# ---- block 1 ----
`src/rtl/load_store_unit_pkg.sv`:
```
// Shared definitions for the load/store unit: funct3 width codes, FSM state
// encoding, the default data width and the byte-enable/legality helpers.
package load_store_unit_pkg;

    localparam int XLEN_DEFAULT = 32;

    localparam logic [2:0] F3_B  = 3'b000;
    localparam logic [2:0] F3_H  = 3'b001;
    localparam logic [2:0] F3_W  = 3'b010;
    localparam logic [2:0] F3_BU = 3'b100;
    localparam logic [2:0] F3_HU = 3'b101;

    localparam logic [1:0] S_IDLE = 2'd0;
    localparam logic [1:0] S_REQ  = 2'd1;
    localparam logic [1:0] S_WAIT = 2'd2;
    localparam logic [1:0] S_RESP = 2'd3;

    // Misaligned halfword/word offsets collapse onto the aligned lanes.
    function automatic logic [3:0] byte_enables(input logic [2:0] f3, input logic [1:0] off);
        case (f3)
            F3_B, F3_BU: byte_enables = 4'b0001 << off;
            F3_H, F3_HU: byte_enables = off[1] ? 4'b1100 : 4'b0011;
            F3_W:        byte_enables = 4'b1111;
            default:     byte_enables = 4'b0000;
        endcase
    endfunction

    // Unsigned widths exist only for loads.
    function automatic logic f3_illegal(input logic [2:0] f3, input logic store);
        case (f3)
            F3_B, F3_H, F3_W: f3_illegal = 1'b0;
            F3_BU, F3_HU:     f3_illegal = store;
            default:          f3_illegal = 1'b1;
        endcase
    endfunction

endpackage

```
`src/rtl/load_store_unit_align.sv`:
```
// load_align: picks the addressed byte/halfword lane out of a read word and
// sign- or zero-extends it to XLEN according to funct3.
module load_align
    import load_store_unit_pkg::*;
#(
    parameter int XLEN = XLEN_DEFAULT
) (
    input  logic [2:0]      funct3_i,
    input  logic [1:0]      offset_i,
    input  logic [XLEN-1:0] rdata_i,
    output logic [XLEN-1:0] result_o
);

    logic signed [7:0]  byte_lane;
    logic signed [15:0] half_lane;

    always_comb begin
        byte_lane = rdata_i[{offset_i, 3'b000} +: 8];
        half_lane = rdata_i[{offset_i[1], 4'b0000} +: 16];
        case (funct3_i)
            F3_B:    result_o = XLEN'(byte_lane);
            F3_H:    result_o = XLEN'(half_lane);
            F3_BU:   result_o = {{(XLEN-8){1'b0}}, byte_lane};
            F3_HU:   result_o = {{(XLEN-16){1'b0}}, half_lane};
            F3_W:    result_o = rdata_i;
            default: result_o = '0;
        endcase
    end

endmodule

```
`src/rtl/load_store_unit.sv`:
```
// Load/store unit: IDLE/REQ/WAIT/RESP handshake with a single-word memory port,
// WAIT timeout, and optional misalignment trap (macro LSU_MISALIGN_TRAP_EN).
module load_store_unit
    import load_store_unit_pkg::*;
#(
    parameter int XLEN           = XLEN_DEFAULT,
    parameter int TIMEOUT_CYCLES = 16
) (
    input  logic            clk,
    input  logic            rst,
    input  logic            start,
    input  logic            is_store,
    input  logic [2:0]      funct3,
    input  logic [XLEN-1:0] address,
    input  logic [XLEN-1:0] write_data,
    output logic            busy,
    output logic            done,
    output logic [XLEN-1:0] load_result,
    output logic            err,
    output logic            mem_req,
    output logic            mem_we,
    output logic [XLEN-1:0] mem_addr,
    output logic [XLEN-1:0] mem_wdata,
    output logic [3:0]      mem_be,
    input  logic            mem_ready,
    input  logic [XLEN-1:0] mem_rdata
);

    logic [1:0]      state_q, state_d;
    logic [7:0]      cnt_q, cnt_d;
    logic            err_q, err_d;
    logic [2:0]      funct3_q, funct3_d;
    logic [1:0]      off_q, off_d;
    logic            store_q, store_d;
    logic [XLEN-1:0] load_result_q, load_result_d;
    logic [XLEN-1:0] mem_addr_q, mem_addr_d;
    logic [XLEN-1:0] mem_wdata_q, mem_wdata_d;
    logic [3:0]      mem_be_q, mem_be_d;
    logic            mem_we_q, mem_we_d;

    logic            misaligned;
    logic [XLEN-1:0] store_lanes;
    logic [XLEN-1:0] aligned_data;

`ifdef LSU_MISALIGN_TRAP_EN
    assign misaligned = (((funct3 == F3_H) || (funct3 == F3_HU)) && address[0])
                      || ((funct3 == F3_W) && (address[1:0] != 2'b00));
`else
    assign misaligned = 1'b0;
`endif

    always_comb begin
        case (funct3[1:0])
            2'b00:   store_lanes = {(XLEN/8){write_data[7:0]}};
            2'b01:   store_lanes = {(XLEN/16){write_data[15:0]}};
            default: store_lanes = write_data;
        endcase
    end

    load_align #(.XLEN(XLEN)) u_load_align (
        .funct3_i (funct3_q),
        .offset_i (off_q),
        .rdata_i  (mem_rdata),
        .result_o (aligned_data)
    );

    always_comb begin
        state_d       = state_q;
        cnt_d         = cnt_q;
        err_d         = err_q;
        funct3_d      = funct3_q;
        off_d         = off_q;
        store_d       = store_q;
        load_result_d = load_result_q;
        mem_addr_d    = mem_addr_q;
        mem_wdata_d   = mem_wdata_q;
        mem_be_d      = mem_be_q;
        mem_we_d      = mem_we_q;
        case (state_q)
            S_IDLE: begin
                if (start) begin
                    // Illegal requests finish next cycle without touching memory.
                    if (f3_illegal(funct3, is_store) || misaligned) begin
                        state_d = S_RESP;
                        err_d   = 1'b1;
                    end else begin
                        state_d     = S_REQ;
                        err_d       = 1'b0;
                        funct3_d    = funct3;
                        off_d       = address[1:0];
                        store_d     = is_store;
                        mem_addr_d  = {address[XLEN-1:2], 2'b00};
                        mem_wdata_d = store_lanes;
                        mem_be_d    = byte_enables(funct3, address[1:0]);
                        mem_we_d    = is_store;
                    end
                end
            end
            S_REQ: begin
                state_d = S_WAIT;
                cnt_d   = '0;
            end
            S_WAIT: begin
                if (mem_ready) begin
                    state_d  = S_RESP;
                    mem_be_d = 4'b0000;
                    mem_we_d = 1'b0;
                    if (!store_q) begin
                        load_result_d = aligned_data;
                    end
                end else if (cnt_q == 8'(TIMEOUT_CYCLES - 1)) begin
                    state_d  = S_RESP;
                    err_d    = 1'b1;
                    mem_be_d = 4'b0000;
                    mem_we_d = 1'b0;
                end else begin
                    cnt_d = cnt_q + 8'd1;
                end
            end
            default: state_d = S_IDLE;
        endcase
    end

    always_ff @(posedge clk) begin
        if (!rst) begin
            state_q       <= S_IDLE;
            cnt_q         <= '0;
            err_q         <= 1'b0;
            funct3_q      <= '0;
            off_q         <= '0;
            store_q       <= 1'b0;
            load_result_q <= '0;
            mem_addr_q    <= '0;
            mem_wdata_q   <= '0;
            mem_be_q      <= '0;
            mem_we_q      <= 1'b0;
        end else begin
            state_q       <= state_d;
            cnt_q         <= cnt_d;
            err_q         <= err_d;
            funct3_q      <= funct3_d;
            off_q         <= off_d;
            store_q       <= store_d;
            load_result_q <= load_result_d;
            mem_addr_q    <= mem_addr_d;
            mem_wdata_q   <= mem_wdata_d;
            mem_be_q      <= mem_be_d;
            mem_we_q      <= mem_we_d;
        end
    end

    // busy covers REQ/WAIT only, so the PC stall releases in the done cycle.
    assign busy        = (state_q == S_REQ) || (state_q == S_WAIT);
    assign mem_req     = busy;
    assign done        = (state_q == S_RESP);
    assign err         = done && err_q;
    assign load_result = load_result_q;
    assign mem_we      = mem_we_q;
    assign mem_addr    = mem_addr_q;
    assign mem_wdata   = mem_wdata_q;
    assign mem_be      = mem_be_q;

endmodule

```
`config.mk`:
```
export PLATFORM = sky130hd
export DESIGN_NAME = load_store_unit
export DESIGN_NICKNAME = d
export VERILOG_FILES = /design/src/rtl/load_store_unit_pkg.sv /design/src/rtl/load_store_unit_align.sv /design/src/rtl/load_store_unit.sv
export SDC_FILE = /design/constraint.sdc
export NUM_CORES = 1
export LEC_CHECK = 0
export ABC_AREA = 1
export CORE_UTILIZATION = 45
export DETAILED_ROUTE_END_ITERATION = 8
export PLACE_DENSITY = 0.81
export SLEW_MARGIN = 20
export SYNTH_ARGS = -nofsm -noshare
export SYNTH_HDL_FRONTEND = slang
export SYNTH_SLANG_ARGS = --single-unit
```
`constraint.sdc`:
```
create_clock -name clk -period 1.9 [get_ports clk]
set_input_delay 0.38 -clock clk [delete_from_list [all_inputs] [get_ports clk]]
set_output_delay 0.38 -clock clk [all_outputs]
set_load 0.005 [all_outputs]
```
# ---- block 2 ----
<file path="config.mk">
export PLATFORM = sky130hd
export DESIGN_NAME = fetch_sequencer
export DESIGN_NICKNAME = d
export VERILOG_FILES = /design/src/rtl/fetch_sequencer.sv
export SDC_FILE = /design/constraint.sdc
export NUM_CORES = 1
export LEC_CHECK = 0
export CELL_PAD_IN_SITES_DETAIL_PLACEMENT = 2
export CELL_PAD_IN_SITES_GLOBAL_PLACEMENT = 2
export CORE_MARGIN = 1
export CORE_UTILIZATION = 29
export CTS_BUF_LIST = sky130_fd_sc_hd__clkbuf_4 sky130_fd_sc_hd__clkbuf_8
export CTS_CLUSTER_DIAMETER = 40
export DETAILED_ROUTE_END_ITERATION = 8
export GPL_ROUTABILITY_DRIVEN = 0
export PLACE_DENSITY_LB_ADDON = 0.15
export REMOVE_ABC_BUFFERS = 1
export SLEW_MARGIN = 30
export SYNTH_ARGS = -nofsm -noshare
export SYNTH_HDL_FRONTEND = slang
export SYNTH_SLANG_ARGS = --single-unit
</file>
<file path="constraint.sdc">
create_clock -name clk -period 1.95 [get_ports clk]
set_input_delay 0.39 -clock clk [delete_from_list [all_inputs] [get_ports clk]]
set_output_delay 0.39 -clock clk [all_outputs]
set_load 0.02 [all_outputs]
</file>
<file path="src/rtl/fetch_sequencer.sv">
`default_nettype none
// ============================================================================
// Module      : fetch_sequencer
// Description : Fetches one instruction byte, plus an optional immediate byte,
//               from an external byte source with a per-byte wait timeout.
// Revision    : 1.0 - initial release
// ============================================================================
module fetch_sequencer #(
    parameter int TIMEOUT = 8,
    parameter int IMM_BIT = 7
) (
    input  logic       clk,
    input  logic       rst_n,
    input  logic       fetch_req,
    input  logic [7:0] pc,
    input  logic       err_clr,
    input  logic       mem_valid,
    input  logic [7:0] mem_data,
    output logic       mem_req,
    output logic [7:0] mem_addr,
    output logic [7:0] ins_out,
    output logic [7:0] imm_out,
    output logic       ins_valid,
    output logic       busy,
    output logic       timeout_err
);

    localparam logic [2:0] S_IDLE    = 3'd0;
    localparam logic [2:0] S_REQ_INS = 3'd1;
    localparam logic [2:0] S_REQ_IMM = 3'd2;
    localparam logic [2:0] S_DONE    = 3'd3;
    localparam logic [2:0] S_ERROR   = 3'd4;

    localparam logic [3:0] c_wait_last = 4'(TIMEOUT - 1);

    logic [2:0] r_state;
    logic [7:0] r_addr;
    logic [7:0] r_ins;
    logic [7:0] r_imm;
    logic [3:0] r_wait;
    logic       w_req_state;
    logic       w_expire;

    assign w_req_state = (r_state == S_REQ_INS) || (r_state == S_REQ_IMM);
    // A byte arriving on the last allowed cycle takes priority over the timeout.
    assign w_expire    = !mem_valid && (r_wait == c_wait_last);

    assign mem_req     = w_req_state;
    assign mem_addr    = r_addr;
    assign ins_out     = r_ins;
    assign imm_out     = r_imm;
    assign ins_valid   = (r_state == S_DONE);
    assign busy        = (r_state != S_IDLE);
    assign timeout_err = (r_state == S_ERROR);

    always_ff @(posedge clk or negedge rst_n) begin
        if (!rst_n) begin
            r_state <= S_IDLE;
            r_addr  <= 8'h00;
            r_ins   <= 8'h00;
            r_imm   <= 8'h00;
            r_wait  <= 4'h0;
        end else begin
            case (r_state)
                S_IDLE: begin
                    if (fetch_req) begin
                        r_addr  <= pc;
                        r_wait  <= 4'h0;
                        r_state <= S_REQ_INS;
                    end
                end
                S_REQ_INS: begin
                    if (mem_valid) begin
                        r_ins <= mem_data;
                        if (mem_data[IMM_BIT]) begin
                            r_addr  <= r_addr + 8'h01;
                            r_wait  <= 4'h0;
                            r_state <= S_REQ_IMM;
                        end else begin
                            r_imm   <= 8'h00;
                            r_state <= S_DONE;
                        end
                    end else if (w_expire) begin
                        r_state <= S_ERROR;
                    end else begin
                        r_wait <= r_wait + 4'h1;
                    end
                end
                S_REQ_IMM: begin
                    if (mem_valid) begin
                        r_imm   <= mem_data;
                        r_state <= S_DONE;
                    end else if (w_expire) begin
                        r_state <= S_ERROR;
                    end else begin
                        r_wait <= r_wait + 4'h1;
                    end
                end
                S_DONE: begin
                    r_state <= S_IDLE;
                end
                S_ERROR: begin
                    if (err_clr) begin
                        r_state <= S_IDLE;
                    end
                end
                default: begin
                    r_state <= S_IDLE;
                end
            endcase
        end
    end

endmodule
`default_nettype wire

</file>

## Gallery

Routing congestion.
shot_01.png
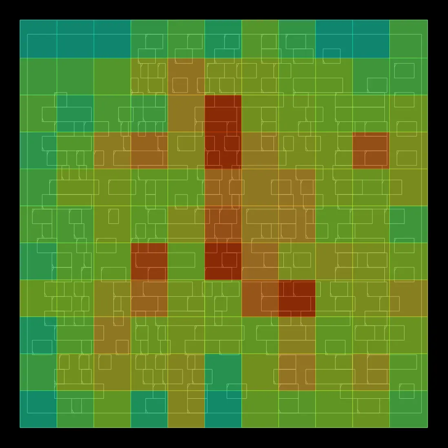
shot_02.png
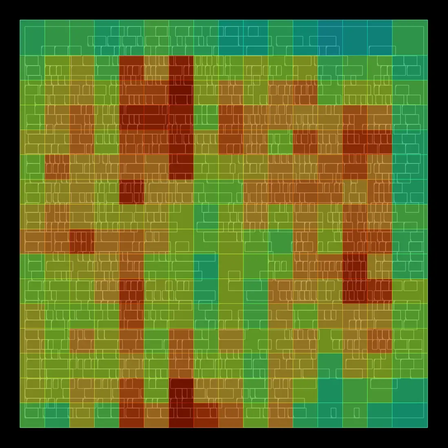
Of these, highest utilization: shot_02.png
Block 2 is shot_01.png.
Block 1 is shot_02.png.

**Block 2: I/O pins on the die edge**

Scale: 6 px per µm. Pins as bars across the die edge, other pins in grey.
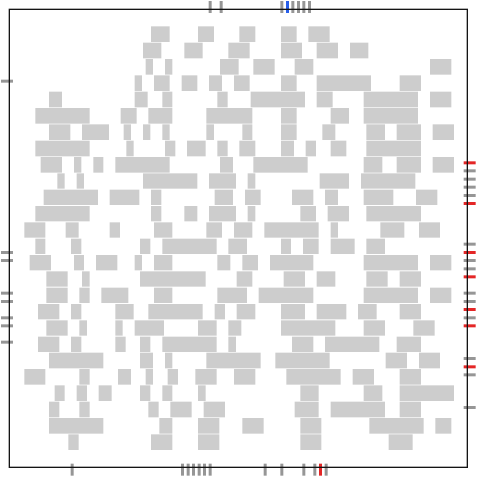
- blue: mem_req (pins 1; direction output; edge north)
- red: imm_out (pins 8; direction output; edge 7 east, 1 south)

==> summary.txt, block 2 <==
DP Area -> 0.002237 mm²
status -> finished clean
Yosys Instances -> 151
post-synthesis chip area from yosys -> 0.001593 mm²
Unique cell types -> 42
Critical Path Start -> r_state[1]
Most Crowded Layer GR -> met2
DRT Pass-1 Iters -> 4
type of the worst setup path -> flop to output pin
antenna violations before repair -> 0
logic area -> 757.0 µm²
IO Pins -> 49
initial DRC count -> 42
Yosys top cell area share -> 48.70%
ClkCell Share -> 5.003%
hold buffers post-CTS -> 0
total core area -> 0.005205 mm²
**Block 1: sequential cells grouped by signal name**

Scale: 2 px per µm.
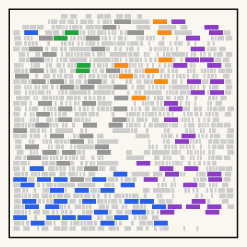
- green: mem_be (placed flops 4)
- purple: load_result (placed flops 32; where a column on the right)
- blue: mem_addr (placed flops 30)
- orange: cnt_q (placed flops 8)

==> summary.txt, block 1 <==
status -> finished clean
FP Rows -> 40
Seq/Total Area, Yosys -> 41.63%
Post-synth EDFFs -> 0
fp_density -> 46.24%
Crit path top cell by count -> buf_4
Unique cell types -> 30
DP Area -> 0.007821 mm²
Max Slew Vio Count -> 0
CP endpoint -> err_q
root buf cell -> clkbuf_16
endpoints failing setup -> 0
CP Data Required Time -> 2190 ps
dominant logic cell type in the layout -> nand2_1
Synth Instances -> 818
Fill cells -> 1003
ratio of cells with drive above 1 in the final layout -> 8.792%
maximum clock frequency -> 544.7 MHz
Max VDD drop -> 0.6571 mV
Crit Reg-Reg Endpoint -> err_q
OpenROAD warning count -> 29
Flop area -> 0.002330 mm²
Max stage delay on crit path -> 350 ps
Hold WC Path Type -> primary input to flop
Synth area leader -> dfxtp_1
P_sw -> 0.003003 W


## Gallery

Selected gate families.
Plate I
Scale: 4 px per µm.
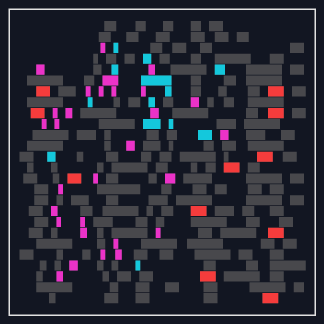
Plate II
Scale: 2 px per µm.
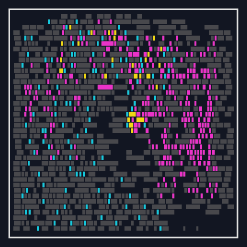
- largest die: Plate II
- most cells: Plate II
- Plate I = block 2
- Plate II = block 1

Power is estimated from default activity; no workload was simulated.
